######## block 1 ########
**Block 1: zoomed window**

Window x 44 to 64, y 44 to 64 µm. Cells in gray, sequential cells in the stronger gray; small squares are vias.
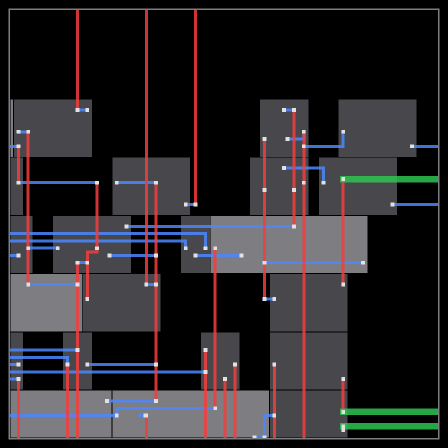

==> config.mk <==
export PLATFORM = sky130hd
export DESIGN_NAME = rx_align_ctrl_flat
export DESIGN_NICKNAME = d
export VERILOG_FILES = /design/src/rtl/rx_align_ctrl_if.sv /design/src/rtl/rx_align_ctrl.sv /design/src/flat_wrapper.sv
export SDC_FILE = /design/constraint.sdc
export NUM_CORES = 1
export LEC_CHECK = 0
export CAP_MARGIN = 20
export CELL_PAD_IN_SITES_DETAIL_PLACEMENT = 0
export CELL_PAD_IN_SITES_GLOBAL_PLACEMENT = 1
export CORE_MARGIN = 8
export CORE_UTILIZATION = 43
export DETAILED_ROUTE_END_ITERATION = 10
export GPL_ROUTABILITY_DRIVEN = 1
export GPL_TIMING_DRIVEN = 0
export HOLD_SLACK_MARGIN = 0.12
export PLACE_DENSITY_LB_ADDON = 0.1
export SYNTH_ARGS = -nofsm -noshare
export SYNTH_HDL_FRONTEND = slang
export SYNTH_SLANG_ARGS = --single-unit
==> constraint.sdc <==
create_clock -name clk_8f -period 4.1 [get_ports clk_8f]
set_input_delay 0.41 -clock clk_8f [delete_from_list [all_inputs] [get_ports clk_8f]]
set_output_delay 0.41 -clock clk_8f [all_outputs]
set_load 0.02 [all_outputs]
==> src/rtl/rx_align_ctrl_if.sv <==
// Parallel-side signal bundle of the receive word aligner.
// The master side drives the serial bit and enable; the slave side returns aligned words and status.
interface rx_align_ctrl_if;
    logic       in;
    logic       enable;
    logic [7:0] data_out;
    logic       word_stb;
    logic       data_valid;
    logic       is_comma;
    logic       locked;
    logic [1:0] state;

    modport master (
        output in, enable,
        input  data_out, word_stb, data_valid, is_comma, locked, state
    );
    modport slave (
        input  in, enable,
        output data_out, word_stb, data_valid, is_comma, locked, state
    );
endinterface

==> src/rtl/rx_align_ctrl.sv <==
// Serial word aligner: hunts for the comma byte, locks the byte phase after LOCK_CNT aligned
// commas, then emits one registered word per 8 bit clocks until UNLOCK_CNT misaligned commas.
module rx_align_ctrl #(
    parameter logic [7:0]  COMMA      = 8'hBC,
    parameter int unsigned LOCK_CNT   = 4,
    parameter int unsigned UNLOCK_CNT = 3
) (
    input logic            clk_8f,
    input logic            reset_L,
    rx_align_ctrl_if.slave bus
);
    typedef enum logic [1:0] {
        SEARCH = 2'b00,
        CHECK  = 2'b01,
        LOCKED = 2'b10
    } state_e;

    localparam logic [2:0] LOCK_C   = 3'(LOCK_CNT);
    localparam logic [2:0] UNLOCK_C = 3'(UNLOCK_CNT);

    state_e     state_q, state_d;
    logic [6:0] sr_q, sr_d;
    logic [2:0] bit_cnt_q, bit_cnt_d;
    logic [2:0] comma_cnt_q, comma_cnt_d;
    logic [2:0] miss_cnt_q, miss_cnt_d;
    logic [7:0] data_out_q, data_out_d;
    logic       word_stb_q, word_stb_d;

    logic [7:0] sr_nxt;
    logic       hit;
    logic       boundary;
    logic [2:0] comma_inc;
    logic [2:0] miss_inc;

    // Decisions look at the byte including the bit arriving this cycle.
    assign sr_nxt    = {sr_q, bus.in};
    assign hit       = (sr_nxt == COMMA);
    assign boundary  = (bit_cnt_q == 3'd7);
    assign comma_inc = (comma_cnt_q == LOCK_C)   ? comma_cnt_q : comma_cnt_q + 3'd1;
    assign miss_inc  = (miss_cnt_q  == UNLOCK_C) ? miss_cnt_q  : miss_cnt_q  + 3'd1;

    always_comb begin
        state_d     = state_q;
        sr_d        = sr_nxt[6:0];
        bit_cnt_d   = bit_cnt_q + 3'd1;
        comma_cnt_d = comma_cnt_q;
        miss_cnt_d  = miss_cnt_q;
        data_out_d  = data_out_q;
        word_stb_d  = 1'b0;

        if (!bus.enable) begin
            state_d     = SEARCH;
            sr_d        = '0;
            bit_cnt_d   = '0;
            comma_cnt_d = '0;
            miss_cnt_d  = '0;
            data_out_d  = '0;
        end else begin
            unique case (state_q)
                SEARCH: begin
                    if (hit) begin
                        bit_cnt_d   = '0;
                        comma_cnt_d = 3'd1;
                        state_d     = CHECK;
                    end
                end
                CHECK: begin
                    if (boundary) begin
                        if (hit) begin
                            comma_cnt_d = comma_inc;
                            if (comma_inc >= LOCK_C) begin
                                state_d    = LOCKED;
                                miss_cnt_d = '0;
                            end
                        end else begin
                            comma_cnt_d = '0;
                            state_d     = SEARCH;
                        end
                    end
                end
                LOCKED: begin
                    if (boundary) begin
                        data_out_d = sr_nxt;
                        word_stb_d = 1'b1;
                        if (hit) miss_cnt_d = '0;
                    end else if (hit) begin
                        miss_cnt_d = miss_inc;
                        // Losing phase abandons the word in flight; data_out keeps the last good word.
                        if (miss_inc >= UNLOCK_C) begin
                            state_d     = SEARCH;
                            bit_cnt_d   = '0;
                            comma_cnt_d = '0;
                            miss_cnt_d  = '0;
                        end
                    end
                end
                default: state_d = SEARCH;
            endcase
        end
    end

    always_ff @(posedge clk_8f) begin
        if (!reset_L) begin
            state_q     <= SEARCH;
            sr_q        <= '0;
            bit_cnt_q   <= '0;
            comma_cnt_q <= '0;
            miss_cnt_q  <= '0;
            data_out_q  <= '0;
            word_stb_q  <= 1'b0;
        end else begin
            state_q     <= state_d;
            sr_q        <= sr_d;
            bit_cnt_q   <= bit_cnt_d;
            comma_cnt_q <= comma_cnt_d;
            miss_cnt_q  <= miss_cnt_d;
            data_out_q  <= data_out_d;
            word_stb_q  <= word_stb_d;
        end
    end

    assign bus.data_out   = data_out_q;
    assign bus.word_stb   = word_stb_q;
    assign bus.data_valid = word_stb_q & (data_out_q != COMMA);
    assign bus.is_comma   = word_stb_q & (data_out_q == COMMA);
    assign bus.locked     = (state_q == LOCKED);
    assign bus.state      = state_q;
endmodule

==> src/flat_wrapper.sv <==
// flat-port wrapper written by rule: the top's interface ports become plain ports
module rx_align_ctrl_flat 
#(
    parameter logic [7:0]  COMMA      = 8'hBC,
    parameter int unsigned LOCK_CNT   = 4,
    parameter int unsigned UNLOCK_CNT = 3
)
  (clk_8f, reset_L, bus_in, bus_enable, bus_data_out, bus_word_stb, bus_data_valid, bus_is_comma, bus_locked, bus_state);
  rx_align_ctrl_if bus_i ();
  input logic clk_8f;
  input logic reset_L;
  input wire logic [$bits(bus_i.in)-1:0] bus_in;
  input wire logic [$bits(bus_i.enable)-1:0] bus_enable;
  output wire logic [$bits(bus_i.data_out)-1:0] bus_data_out;
  output wire logic [$bits(bus_i.word_stb)-1:0] bus_word_stb;
  output wire logic [$bits(bus_i.data_valid)-1:0] bus_data_valid;
  output wire logic [$bits(bus_i.is_comma)-1:0] bus_is_comma;
  output wire logic [$bits(bus_i.locked)-1:0] bus_locked;
  output wire logic [$bits(bus_i.state)-1:0] bus_state;
  assign bus_i.in = bus_in;
  assign bus_i.enable = bus_enable;
  assign bus_data_out = bus_i.data_out;
  assign bus_word_stb = bus_i.word_stb;
  assign bus_data_valid = bus_i.data_valid;
  assign bus_is_comma = bus_i.is_comma;
  assign bus_locked = bus_i.locked;
  assign bus_state = bus_i.state;
  rx_align_ctrl #(.COMMA(COMMA), .LOCK_CNT(LOCK_CNT), .UNLOCK_CNT(UNLOCK_CNT)) u_core (.clk_8f(clk_8f), .reset_L(reset_L), .bus(bus_i));
endmodule
######## block 2 ########
File: src/rtl/pattern_det_pkg.sv
// rtl/pattern_det_pkg.sv - shared types, constants and helpers for the pattern stream detector
// Case folding is used only when PATTERN_CASE_FOLD_EN is defined.
package pattern_det_pkg;

    localparam int CHAR_W = 8;

    typedef enum logic [1:0] {
        ST_IDLE  = 2'd0,
        ST_HUNT  = 2'd1,
        ST_TRACK = 2'd2
    } det_state_t;

    // Maps a-z onto A-Z by clearing bit 5; every other byte passes through unchanged.
    function automatic logic [CHAR_W-1:0] fold_case(input logic [CHAR_W-1:0] c);
        if (c >= 8'h61 && c <= 8'h7a) begin
            return {c[7:6], 1'b0, c[4:0]};
        end
        return c;
    endfunction

endpackage

File: src/rtl/pattern_lane_cmp.sv
// rtl/pattern_lane_cmp.sv - per-lane character compare with lowest-lane priority select
// Compares case-insensitively for letters when PATTERN_CASE_FOLD_EN is defined.
module pattern_lane_cmp
    import pattern_det_pkg::*;
#(
    parameter int LANES = 2
) (
    input  logic [LANES*CHAR_W-1:0] data,
    input  logic [CHAR_W-1:0]       pat,
    output logic                    hit,
    output logic [CHAR_W-1:0]       chr
);

    function automatic logic chars_equal(input logic [CHAR_W-1:0] a, input logic [CHAR_W-1:0] b);
`ifdef PATTERN_CASE_FOLD_EN
        return fold_case(a) == fold_case(b);
`else
        return a == b;
`endif
    endfunction

    // Scan from the top lane down so the lowest matching lane is the one left standing.
    always_comb begin
        hit = 1'b0;
        chr = '0;
        for (int i = LANES - 1; i >= 0; i--) begin
            if (chars_equal(data[i*CHAR_W +: CHAR_W], pat)) begin
                hit = 1'b1;
                chr = data[i*CHAR_W +: CHAR_W];
            end
        end
    end

endmodule

File: src/rtl/pattern_stream_detector.sv
// rtl/pattern_stream_detector.sv - multi-lane streaming pattern matcher with saturating match counter
// Optional case-insensitive letter matching is enabled by defining PATTERN_CASE_FOLD_EN.
module pattern_stream_detector
    import pattern_det_pkg::*;
#(
    parameter int LANES   = 2,
    parameter int MAX_LEN = 16,
    parameter int CNT_W   = 8
) (
    input  logic                         clk,
    input  logic                         rst,
    input  logic                         in_valid,
    input  logic [LANES*CHAR_W-1:0]      in_data,
    input  logic                         pat_wr_en,
    input  logic [$clog2(MAX_LEN)-1:0]   pat_wr_addr,
    input  logic [CHAR_W-1:0]            pat_wr_data,
    input  logic [$clog2(MAX_LEN+1)-1:0] pat_len,
    output logic                         out_valid,
    output logic [CHAR_W-1:0]            out_char,
    output logic                         match,
    output logic [CNT_W-1:0]             match_cnt
);

    localparam int AW    = $clog2(MAX_LEN);
    localparam int LEN_W = $clog2(MAX_LEN + 1);

    logic [CHAR_W-1:0] pat_mem [MAX_LEN];

    det_state_t        state, state_d;
    logic [AW-1:0]     idx, idx_d;
    logic [LEN_W-1:0]  len_q;
    logic              out_valid_d, match_d;
    logic [CHAR_W-1:0] out_char_d;
    logic [CNT_W-1:0]  cnt_d;

    logic              hit_cur, hit_first;
    logic [CHAR_W-1:0] char_cur, char_first;
    logic              len_ok, restart, hit_any, is_last;
    logic [AW-1:0]     cmp_idx;
    logic [CHAR_W-1:0] hit_char;

    // Pattern storage deliberately survives reset so software need not reload it.
    always_ff @(posedge clk) begin
        if (pat_wr_en) begin
            pat_mem[pat_wr_addr] <= pat_wr_data;
        end
    end

    pattern_lane_cmp #(.LANES(LANES)) u_cmp_cur (
        .data (in_data),
        .pat  (pat_mem[idx]),
        .hit  (hit_cur),
        .chr  (char_cur)
    );

    pattern_lane_cmp #(.LANES(LANES)) u_cmp_first (
        .data (in_data),
        .pat  (pat_mem[0]),
        .hit  (hit_first),
        .chr  (char_first)
    );

    assign len_ok   = (pat_len != '0) && (pat_len <= LEN_W'(MAX_LEN));
    assign restart  = (state == ST_TRACK) && !hit_cur && hit_first;
    assign hit_any  = hit_cur || restart;
    assign cmp_idx  = hit_cur ? idx : '0;
    assign hit_char = hit_cur ? char_cur : char_first;
    assign is_last  = (LEN_W'(cmp_idx) == pat_len - LEN_W'(1));

    always_comb begin
        state_d     = state;
        idx_d       = idx;
        out_valid_d = 1'b0;
        out_char_d  = '0;
        match_d     = 1'b0;
        cnt_d       = match_cnt;
        case (state)
            ST_IDLE: begin
                idx_d = '0;
                cnt_d = '0;
                if (len_ok) begin
                    state_d = ST_HUNT;
                end
            end
            ST_HUNT, ST_TRACK: begin
                if (!len_ok) begin
                    state_d = ST_IDLE;
                    idx_d   = '0;
                    cnt_d   = '0;
                end else if (pat_wr_en || (pat_len != len_q)) begin
                    // Pattern content or length changed underneath a partial match.
                    state_d = ST_HUNT;
                    idx_d   = '0;
                end else if (in_valid) begin
                    if (hit_any) begin
                        out_valid_d = 1'b1;
                        out_char_d  = hit_char;
                        if (is_last) begin
                            match_d = 1'b1;
                            state_d = ST_HUNT;
                            idx_d   = '0;
                            if (match_cnt != '1) begin
                                cnt_d = match_cnt + CNT_W'(1);
                            end
                        end else begin
                            state_d = ST_TRACK;
                            idx_d   = cmp_idx + AW'(1);
                        end
                    end else begin
                        state_d = ST_HUNT;
                        idx_d   = '0;
                    end
                end
            end
            default: begin
                state_d = ST_IDLE;
                idx_d   = '0;
            end
        endcase
    end

    always_ff @(posedge clk or posedge rst) begin
        if (rst) begin
            state     <= ST_IDLE;
            idx       <= '0;
            len_q     <= '0;
            out_valid <= 1'b0;
            out_char  <= '0;
            match     <= 1'b0;
            match_cnt <= '0;
        end else begin
            state     <= state_d;
            idx       <= idx_d;
            len_q     <= pat_len;
            out_valid <= out_valid_d;
            out_char  <= out_char_d;
            match     <= match_d;
            match_cnt <= cnt_d;
        end
    end

endmodule

File: config.mk
export PLATFORM = sky130hd
export DESIGN_NAME = pattern_stream_detector
export DESIGN_NICKNAME = d
export VERILOG_FILES = /design/src/rtl/pattern_det_pkg.sv /design/src/rtl/pattern_lane_cmp.sv /design/src/rtl/pattern_stream_detector.sv
export SDC_FILE = /design/constraint.sdc
export NUM_CORES = 1
export LEC_CHECK = 0
export ABC_AREA = 1
export ABC_CLOCK_PERIOD_IN_PS = 5000
export CAP_MARGIN = 20
export CORE_MARGIN = 1
export CORE_UTILIZATION = 50
export DETAILED_ROUTE_END_ITERATION = 16
export MAX_ROUTING_LAYER = met4
export PLACE_DENSITY = 0.74
export RECOVER_POWER = 50
export SLEW_MARGIN = 20
export SYNTH_ARGS = -nofsm -noshare
export SYNTH_HDL_FRONTEND = slang
export SYNTH_SLANG_ARGS = --single-unit
File: constraint.sdc
create_clock -name clk -period 5 [get_ports clk]
set_clock_uncertainty 0.15 [all_clocks]
set_input_delay 1 -clock clk [delete_from_list [all_inputs] [get_ports clk]]
set_output_delay 1 -clock clk [all_outputs]
set_load 0.01 [all_outputs]
######## block 3 ########
### src/rtl/instr_encoder.sv
// instr_encoder
//   Turns a decoded field bundle (class, funct3, alt, registers, immediate)
//   into an RV32I instruction word. Legal words are queued with their
//   instruction address in a DEPTH-entry FIFO. Illegal requests are
//   consumed but dropped, and they set a sticky error flag.
//
// Handshakes: a transfer happens on a rising clk edge where valid && ready.
//   Valid never waits on ready. in_ready depends only on FIFO occupancy.
//
// Ports
//   clk, reset          rising-edge clock, synchronous active-high reset
//   in_valid/in_ready   request handshake
//   in_cls, in_funct3, in_alt, in_rd, in_rs1, in_rs2, in_imm   request fields
//   out_valid/out_ready head-of-FIFO handshake
//   out_instr, out_addr encoded word and its address (0 when empty)
//   count               FIFO occupancy
//   err                 sticky illegal-request flag
module instr_encoder #(
   parameter int unsigned DEPTH     = 4,
   parameter logic [31:0] ADDR_BASE = 32'h0
) (
   input  logic                     clk,
   input  logic                     reset,
   input  logic                     in_valid,
   output logic                     in_ready,
   input  logic [3:0]               in_cls,
   input  logic [2:0]               in_funct3,
   input  logic                     in_alt,
   input  logic [4:0]               in_rd,
   input  logic [4:0]               in_rs1,
   input  logic [4:0]               in_rs2,
   input  logic [31:0]              in_imm,
   output logic                     out_valid,
   input  logic                     out_ready,
   output logic [31:0]              out_instr,
   output logic [31:0]              out_addr,
   output logic [$clog2(DEPTH):0]   count,
   output logic                     err
);

   localparam int unsigned AW = $clog2(DEPTH);
   localparam int unsigned CW = AW + 1;
   localparam logic [CW-1:0] DEPTH_C = CW'(DEPTH);

   // ---------------- encoder ----------------
   logic [31:0] word_enc;
   logic        illegal;
   logic [6:0]  funct7;
   logic        sx12, sx13, sx21;
   logic        f3_shift;

   // Immediate fits in N signed bits when all bits above N-1 match bit N-1.
   assign sx12 = (&in_imm[31:11]) | ~(|in_imm[31:11]);
   assign sx13 = (&in_imm[31:12]) | ~(|in_imm[31:12]);
   assign sx21 = (&in_imm[31:20]) | ~(|in_imm[31:20]);
   assign f3_shift = (in_funct3 == 3'b001) || (in_funct3 == 3'b101);

   always_comb begin
      word_enc = '0;
      illegal  = 1'b0;
      funct7   = 7'b0000000;
      case (in_cls)
         4'd0: begin // R
            funct7   = in_alt ? 7'b0100000 : 7'b0000000;
            word_enc = {funct7, in_rs2, in_rs1, in_funct3, in_rd, 7'b0110011};
            if (in_alt && !(in_funct3 == 3'b000 || in_funct3 == 3'b101)) illegal = 1'b1;
         end
         4'd1: begin // OPIMM
            if (f3_shift) begin
               // Shift amount lives in the rs2 slot; alt only meaningful for srai.
               funct7   = (in_alt && in_funct3 == 3'b101) ? 7'b0100000 : 7'b0000000;
               word_enc = {funct7, in_imm[4:0], in_rs1, in_funct3, in_rd, 7'b0010011};
               if (in_alt && in_funct3 == 3'b001) illegal = 1'b1;
               if (|in_imm[31:5])                 illegal = 1'b1;
            end else begin
               word_enc = {in_imm[11:0], in_rs1, in_funct3, in_rd, 7'b0010011};
               if (in_alt || !sx12) illegal = 1'b1;
            end
         end
         4'd2: begin // LOAD
            word_enc = {in_imm[11:0], in_rs1, in_funct3, in_rd, 7'b0000011};
            if (in_funct3 == 3'b011 || in_funct3 == 3'b110 || in_funct3 == 3'b111) illegal = 1'b1;
            if (!sx12) illegal = 1'b1;
         end
         4'd3: begin // STORE
            word_enc = {in_imm[11:5], in_rs2, in_rs1, in_funct3, in_imm[4:0], 7'b0100011};
            if (in_funct3 > 3'b010 || !sx12) illegal = 1'b1;
         end
         4'd4: begin // BRANCH
            word_enc = {in_imm[12], in_imm[10:5], in_rs2, in_rs1, in_funct3,
                        in_imm[4:1], in_imm[11], 7'b1100011};
            if (in_funct3 == 3'b010 || in_funct3 == 3'b011) illegal = 1'b1;
            if (in_imm[0] || !sx13) illegal = 1'b1;
         end
         4'd5: begin // LUI
            word_enc = {in_imm[31:12], in_rd, 7'b0110111};
            if (|in_imm[11:0]) illegal = 1'b1;
         end
         4'd6: begin // AUIPC
            word_enc = {in_imm[31:12], in_rd, 7'b0010111};
            if (|in_imm[11:0]) illegal = 1'b1;
         end
         4'd7: begin // JAL
            word_enc = {in_imm[20], in_imm[10:1], in_imm[11], in_imm[19:12], in_rd, 7'b1101111};
            if (in_imm[0] || !sx21) illegal = 1'b1;
         end
         4'd8: begin // JALR
            word_enc = {in_imm[11:0], in_rs1, in_funct3, in_rd, 7'b1100111};
            if (in_funct3 != 3'b000 || !sx12) illegal = 1'b1;
         end
         default: illegal = 1'b1;
      endcase
   end

   // ---------------- FIFO and address counter ----------------
   logic [31:0]   mem_instr_q [DEPTH];
   logic [31:0]   mem_addr_q  [DEPTH];
   logic [AW-1:0] wptr_q, wptr_d;
   logic [AW-1:0] rptr_q, rptr_d;
   logic [CW-1:0] count_q, count_d;
   logic [31:0]   addr_q, addr_d;
   logic          err_q, err_d;
   logic          accept, push, pop;

   assign in_ready  = (count_q < DEPTH_C);
   assign out_valid = (count_q != '0);
   assign accept    = in_valid && in_ready;
   assign push      = accept && !illegal;
   assign pop       = out_valid && out_ready;

   always_comb begin
      wptr_d  = push ? wptr_q + AW'(1) : wptr_q;
      rptr_d  = pop  ? rptr_q + AW'(1) : rptr_q;
      addr_d  = push ? addr_q + 32'd4  : addr_q;
      err_d   = err_q | (accept && illegal);
      count_d = count_q;
      if (push && !pop)      count_d = count_q + CW'(1);
      else if (pop && !push) count_d = count_q - CW'(1);
   end

   always_ff @(posedge clk) begin
      if (reset) begin
         wptr_q  <= '0;
         rptr_q  <= '0;
         count_q <= '0;
         addr_q  <= ADDR_BASE;
         err_q   <= 1'b0;
      end else begin
         wptr_q  <= wptr_d;
         rptr_q  <= rptr_d;
         count_q <= count_d;
         addr_q  <= addr_d;
         err_q   <= err_d;
      end
   end

   // Storage needs no reset: an entry written during reset is orphaned
   // because the pointers and count are cleared in the same cycle.
   always_ff @(posedge clk) begin
      if (push) begin
         mem_instr_q[wptr_q] <= word_enc;
         mem_addr_q[wptr_q]  <= addr_q;
      end
   end

   assign out_instr = out_valid ? mem_instr_q[rptr_q] : 32'h0;
   assign out_addr  = out_valid ? mem_addr_q[rptr_q]  : 32'h0;
   assign count     = count_q;
   assign err       = err_q;

endmodule
### config.mk
export PLATFORM = sky130hd
export DESIGN_NAME = instr_encoder
export DESIGN_NICKNAME = d
export VERILOG_FILES = /design/src/rtl/instr_encoder.sv
export SDC_FILE = /design/constraint.sdc
export NUM_CORES = 1
export LEC_CHECK = 0
export ABC_AREA = 0
export CAP_MARGIN = 20
export CORE_MARGIN = 8
export CORE_UTILIZATION = 35
export DETAILED_ROUTE_END_ITERATION = 6
export GPL_TIMING_DRIVEN = 0
export PLACE_DENSITY = 0.55
export SLEW_MARGIN = 20
export SYNTH_ARGS = -nofsm -noshare
export SYNTH_HDL_FRONTEND = slang
export SYNTH_SLANG_ARGS = --single-unit
### constraint.sdc
create_clock -name clk -period 4.1 [get_ports clk]
set_input_delay 0.82 -clock clk [delete_from_list [all_inputs] [get_ports clk]]
set_output_delay 0.82 -clock clk [all_outputs]
set_load 0.005 [all_outputs]
**Block 1: the clock network**

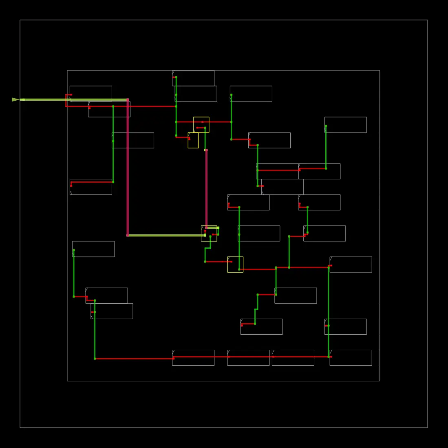
FFs & Latches: 27
clock sinks: 27
Clk power: 0.116 mW
cts bufs inserted: 3

About 'zoomed window' of block 1:
metal 2: drawn in red. metal 1: drawn in blue. metal 3: drawn in green.
Netlist names of flops here include u_core.bus.data_out (2), u_core.bus.word_stb (1). Sequential cells in the window: 3. Most frequent: clkdlybuf4s50_1 (8), dfxtp_1 (3), nand2_1 (2). 18 logic cells have their middle in the window.

==> ci_impl_report.md, block 1 <==
## PnR job results

| Metric | Value |
|---|---|
| Antenna-violating nets left | `0` |
| Reg area | `541 µm²` |
| Seq group | `0.265 mW` |
| Layout cells sized above 1 | `6.40%` |
| Flop2flop setup slack | `1.98 ns` |
| Gates resized, CTS repair | `0` |
| 1st-pass router iterations | `4` |
| Final core occ | `52.4%` |
| Status | `completed` |
| Met1 Use GR | `12.2%` |
| Synth cell types | `40` |
| Routing usage on met3 | `3.35%` |
| Core box area | `2980 µm²` |
| Dominant comb cell | `simple AND/OR/NAND/NOR gates` |
| Final Net Count | `186` |
| Height of the die | `71.4 µm` |
| Count of final setup violators | `0` |
| Tmin final | `2.25 ns` |
| Most numerous logic cells after layout | `dfxtp_1, nand2_1, clkdlybuf4s50_1` |
| I/O pin cnt | `18` |
| Syn Area/Cell | `8.74 µm²` |
| Sw power | `0.0876 mW` |
| Hold EP | `u_core.bit_cnt_q[0]$_SDFF_PN0_` |
| Seq share, synth | `40.9%` |
| Root Driver | `clkbuf_4` |
| Starting Density | `44.3%` |
| Die area | `5100 µm²` |
| Min-delay worst type | `reg -> reg` |
**Block 3: I/O nets highlighted**

Scale: 2 px per µm.
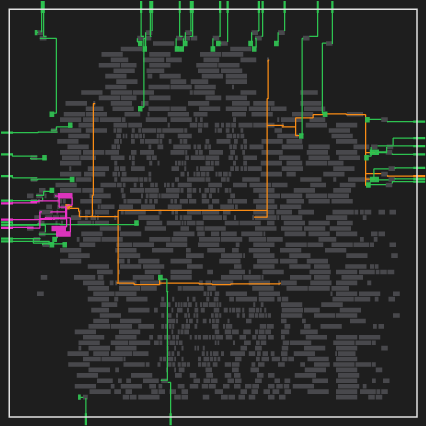
out_addr: drawn in green, bits 32, direction output, edge 15 north, 8 west, 7 east, 2 south, end cells 32, wire 930 µm. count: drawn in magenta, bits 3, direction output, edge west, end cells 3, wire 151 µm. out_valid: drawn in orange, bits 1, direction output, edge east, end cells 1, wire 503 µm.
I/O pin cnt: 129
Port Buffers: 122

==> ci_impl_report.md, block 3 <==
## PnR job results

| Metric | Value |
|---|---|
| Pre-CTS worst setup slack | `-0.997 ns` |
| Clock power frac | `34.8%` |
| Status | `completed` |
| N_taps | `455` |
| GRT met2 Usage | `24.4%` |
| CP Class | `reg -> out` |
| Final core occ | `44.2%` |
| Top sig layer | `met4` |
| CP Depth | `5` |
| Yosys Chip Area | `12200 µm²` |
| OpenROAD warnings | `29` |
| DRT Wirelength | `30.2 mm` |
| Slowest stage delay, CP | `0.68 ns` |
| Met1 Use GR | `18.7%` |
| Post-Synthesis Cell Area | `12200 µm²` |
| Largest registers | `mem_instr_q: 124 flops, mem_addr_q: 120 flops, addr_q: 30 flops` |
| R2R depth | `9` |
| Total global-route track usage | `14.4%` |
| DRC errors left | `0` |
| Max Cap Viol | `0` |
| First-pass GRT wire length | `46.5 mm` |
| Max Buffers Root-to-Sink | `3` |
| Reg-to-reg critical path startpoint | `addr_q[5]$_SDFFE_PP0P_` |
| Area leader, netlist | `edfxtp_1` |
| Largest net degree at the start of global routing | `42` |
| Post-synth ARST share | `0%` |
| Worst vdd ir | `0.329 mV` |
| CP startpoint kind | `register` |
| Internal power | `5.97 mW` |
| Sw power | `1.98 mW` |
| Met3 wire len | `1.29 mm` |
| Root Driver | `clkbuf_16` |
| Worst setup path endpoint | `out_addr[4]` |
| Commonest flop | `edfxtp_1` |
| WP data required | `3.28 ns` |
| GRT Max-Usage Layer | `met2` |
| Top cells, area | `edfxtp_1, mux4_2, dfxtp_1, and2_1, a21oi_1` |
| TNS Setup | `0 ns` |
| Seq share, synth | `66.4%` |
| Routed wl met2 | `14.8 mm` |
| Hold Crit Depth | `2` |
| Top cells by count, synth | `edfxtp_1, and2_1, mux4_2, a21oi_1, dfxtp_1` |
| Min-delay worst type | `reg -> reg` |
| Number of global-route vias before repair | `7909` |
**Block 2: zoomed window**

Window x 84 to 104, y 84 to 104 µm. Cells in gray, sequential cells in the stronger gray; small squares are vias.
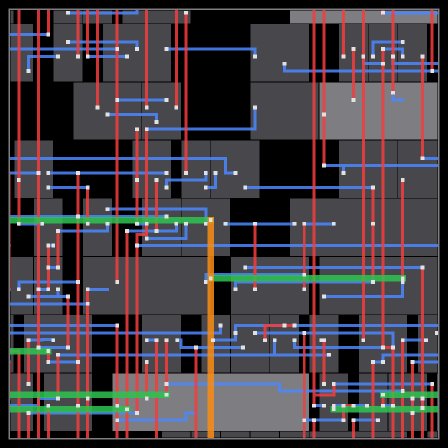
metal 1: drawn in blue. metal 3: drawn in green. metal 2: drawn in red. metal 4: drawn in orange.
Sequential cells in the window: 2. 37 logic cells have their middle in the window. Most frequent: nand2_1 (6), inv_1 (5), nand3_1 (4). Netlist names of flops here include match_cnt (1), state (1).

==> ci_impl_report.md, block 2 <==
## PnR job results

| Metric | Value |
|---|---|
| Status | `completed` |
| Adder-Cell Fraction of Synth Area | `1.14%` |
| Total global-route track usage | `24.2%` |
| CP delay by family, top | `simple AND/OR/NAND/NOR gates` |
| CP startpoint kind | `register` |
| Hold-fix buffers, CTS | `0` |
| Comb. pwr | `0.277 mW` |
| Biggest register | `pat_mem` |
| Non-clk buf share | `6.79%` |
| Met1 Use GR | `32.8%` |
| GRT overflow | `0` |
| Crit-path cells | `inv_2 > buf_4 > a21oi_1 > nor2_1 > nand2_1 > nand2_1 > nand2_1 > nand2_1 > nand2_1 > nor2_1 > nand2_2 > nand2_8 > inv_2 > nand2_2 > nand2_2 > inv_2 > nand2_2 > nor2_2 > nand4_4 > nand2_4 > nand2_1 > nand2_1` |
| Reg-to-reg critical path startpoint | `idx[0]$_DFFE_PP0P_` |
| Final instance area | `8870 µm²` |
| GRT met2 Usage | `36.3%` |
| Routed wl met2 | `8.13 mm` |
| Top-area cell share | `50.2%` |
| Crit path max-delay cell type | `inv_2` |
| Non-CTS inverters | `63` |
| Fin cells | `1065` |
| Slowest stage delay, CP | `0.44 ns` |
| Top cells, area | `edfxtp_1, nand2_1, dfrtp_1, nor2_1, nand3_1` |
| Top sig layer | `met4` |
| Fillers | `1249` |
| Cell Area, Placed | `8350 µm²` |
| Synth cell types | `39` |

## Gallery

Metal 2.
image #1
Scale: 4 px per µm. Cells faint in the background.
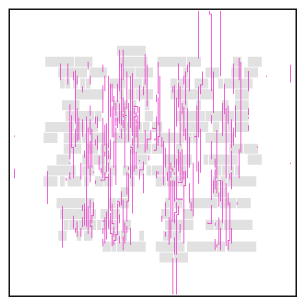
image #2
Scale: 2 px per µm. Cells faint in the background.
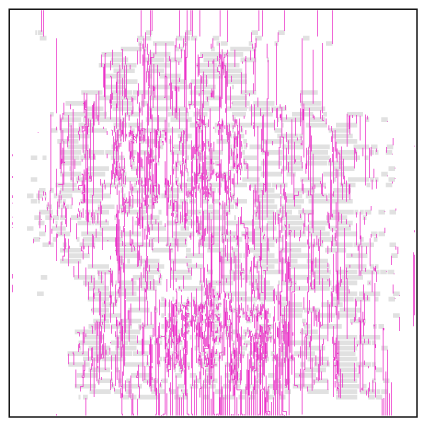
image #3
Scale: 3 px per µm. Cells faint in the background.
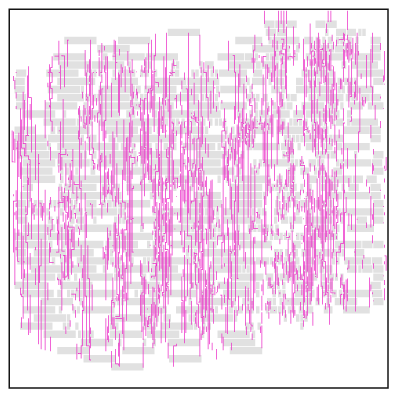
- block 2 = image #3
- block 1 = image #1
- block 3 = image #2
- largest die: image #2



## Gallery

Routed metal, one color a layer.
Plate I
Scale: 8 px per µm. Two of the layers only.
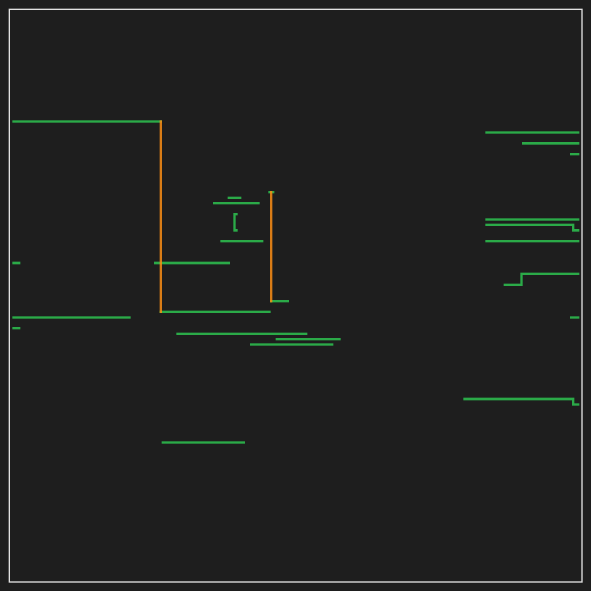
Plate II
Scale: 4 px per µm. Two of the layers only.
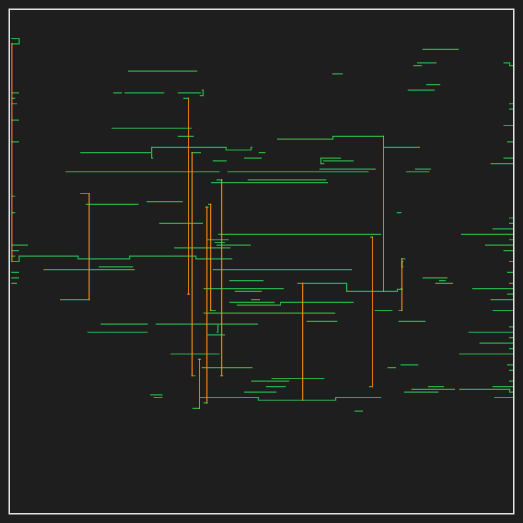
Plate III
Scale: 3 px per µm. Two of the layers only.
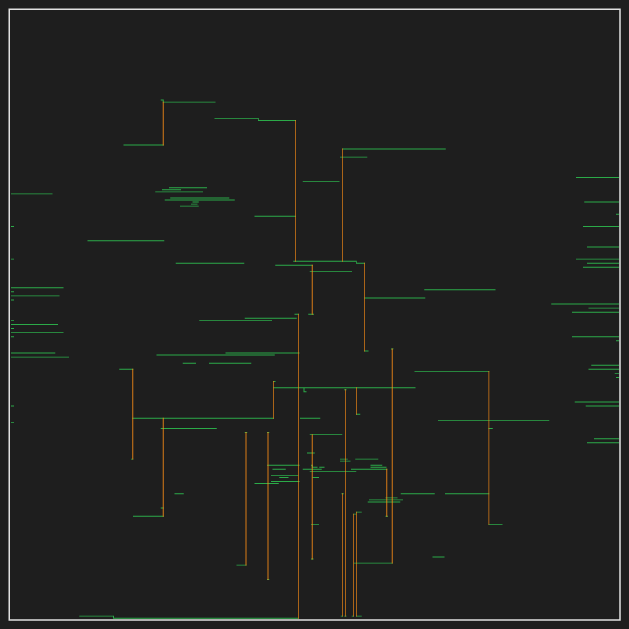
Block 1 is Plate I.
Block 2 is Plate II.
Block 3 is Plate III.
Of these, largest die: Plate III
Of these, smallest die: Plate I

Power and IR drop assume default switching activity.
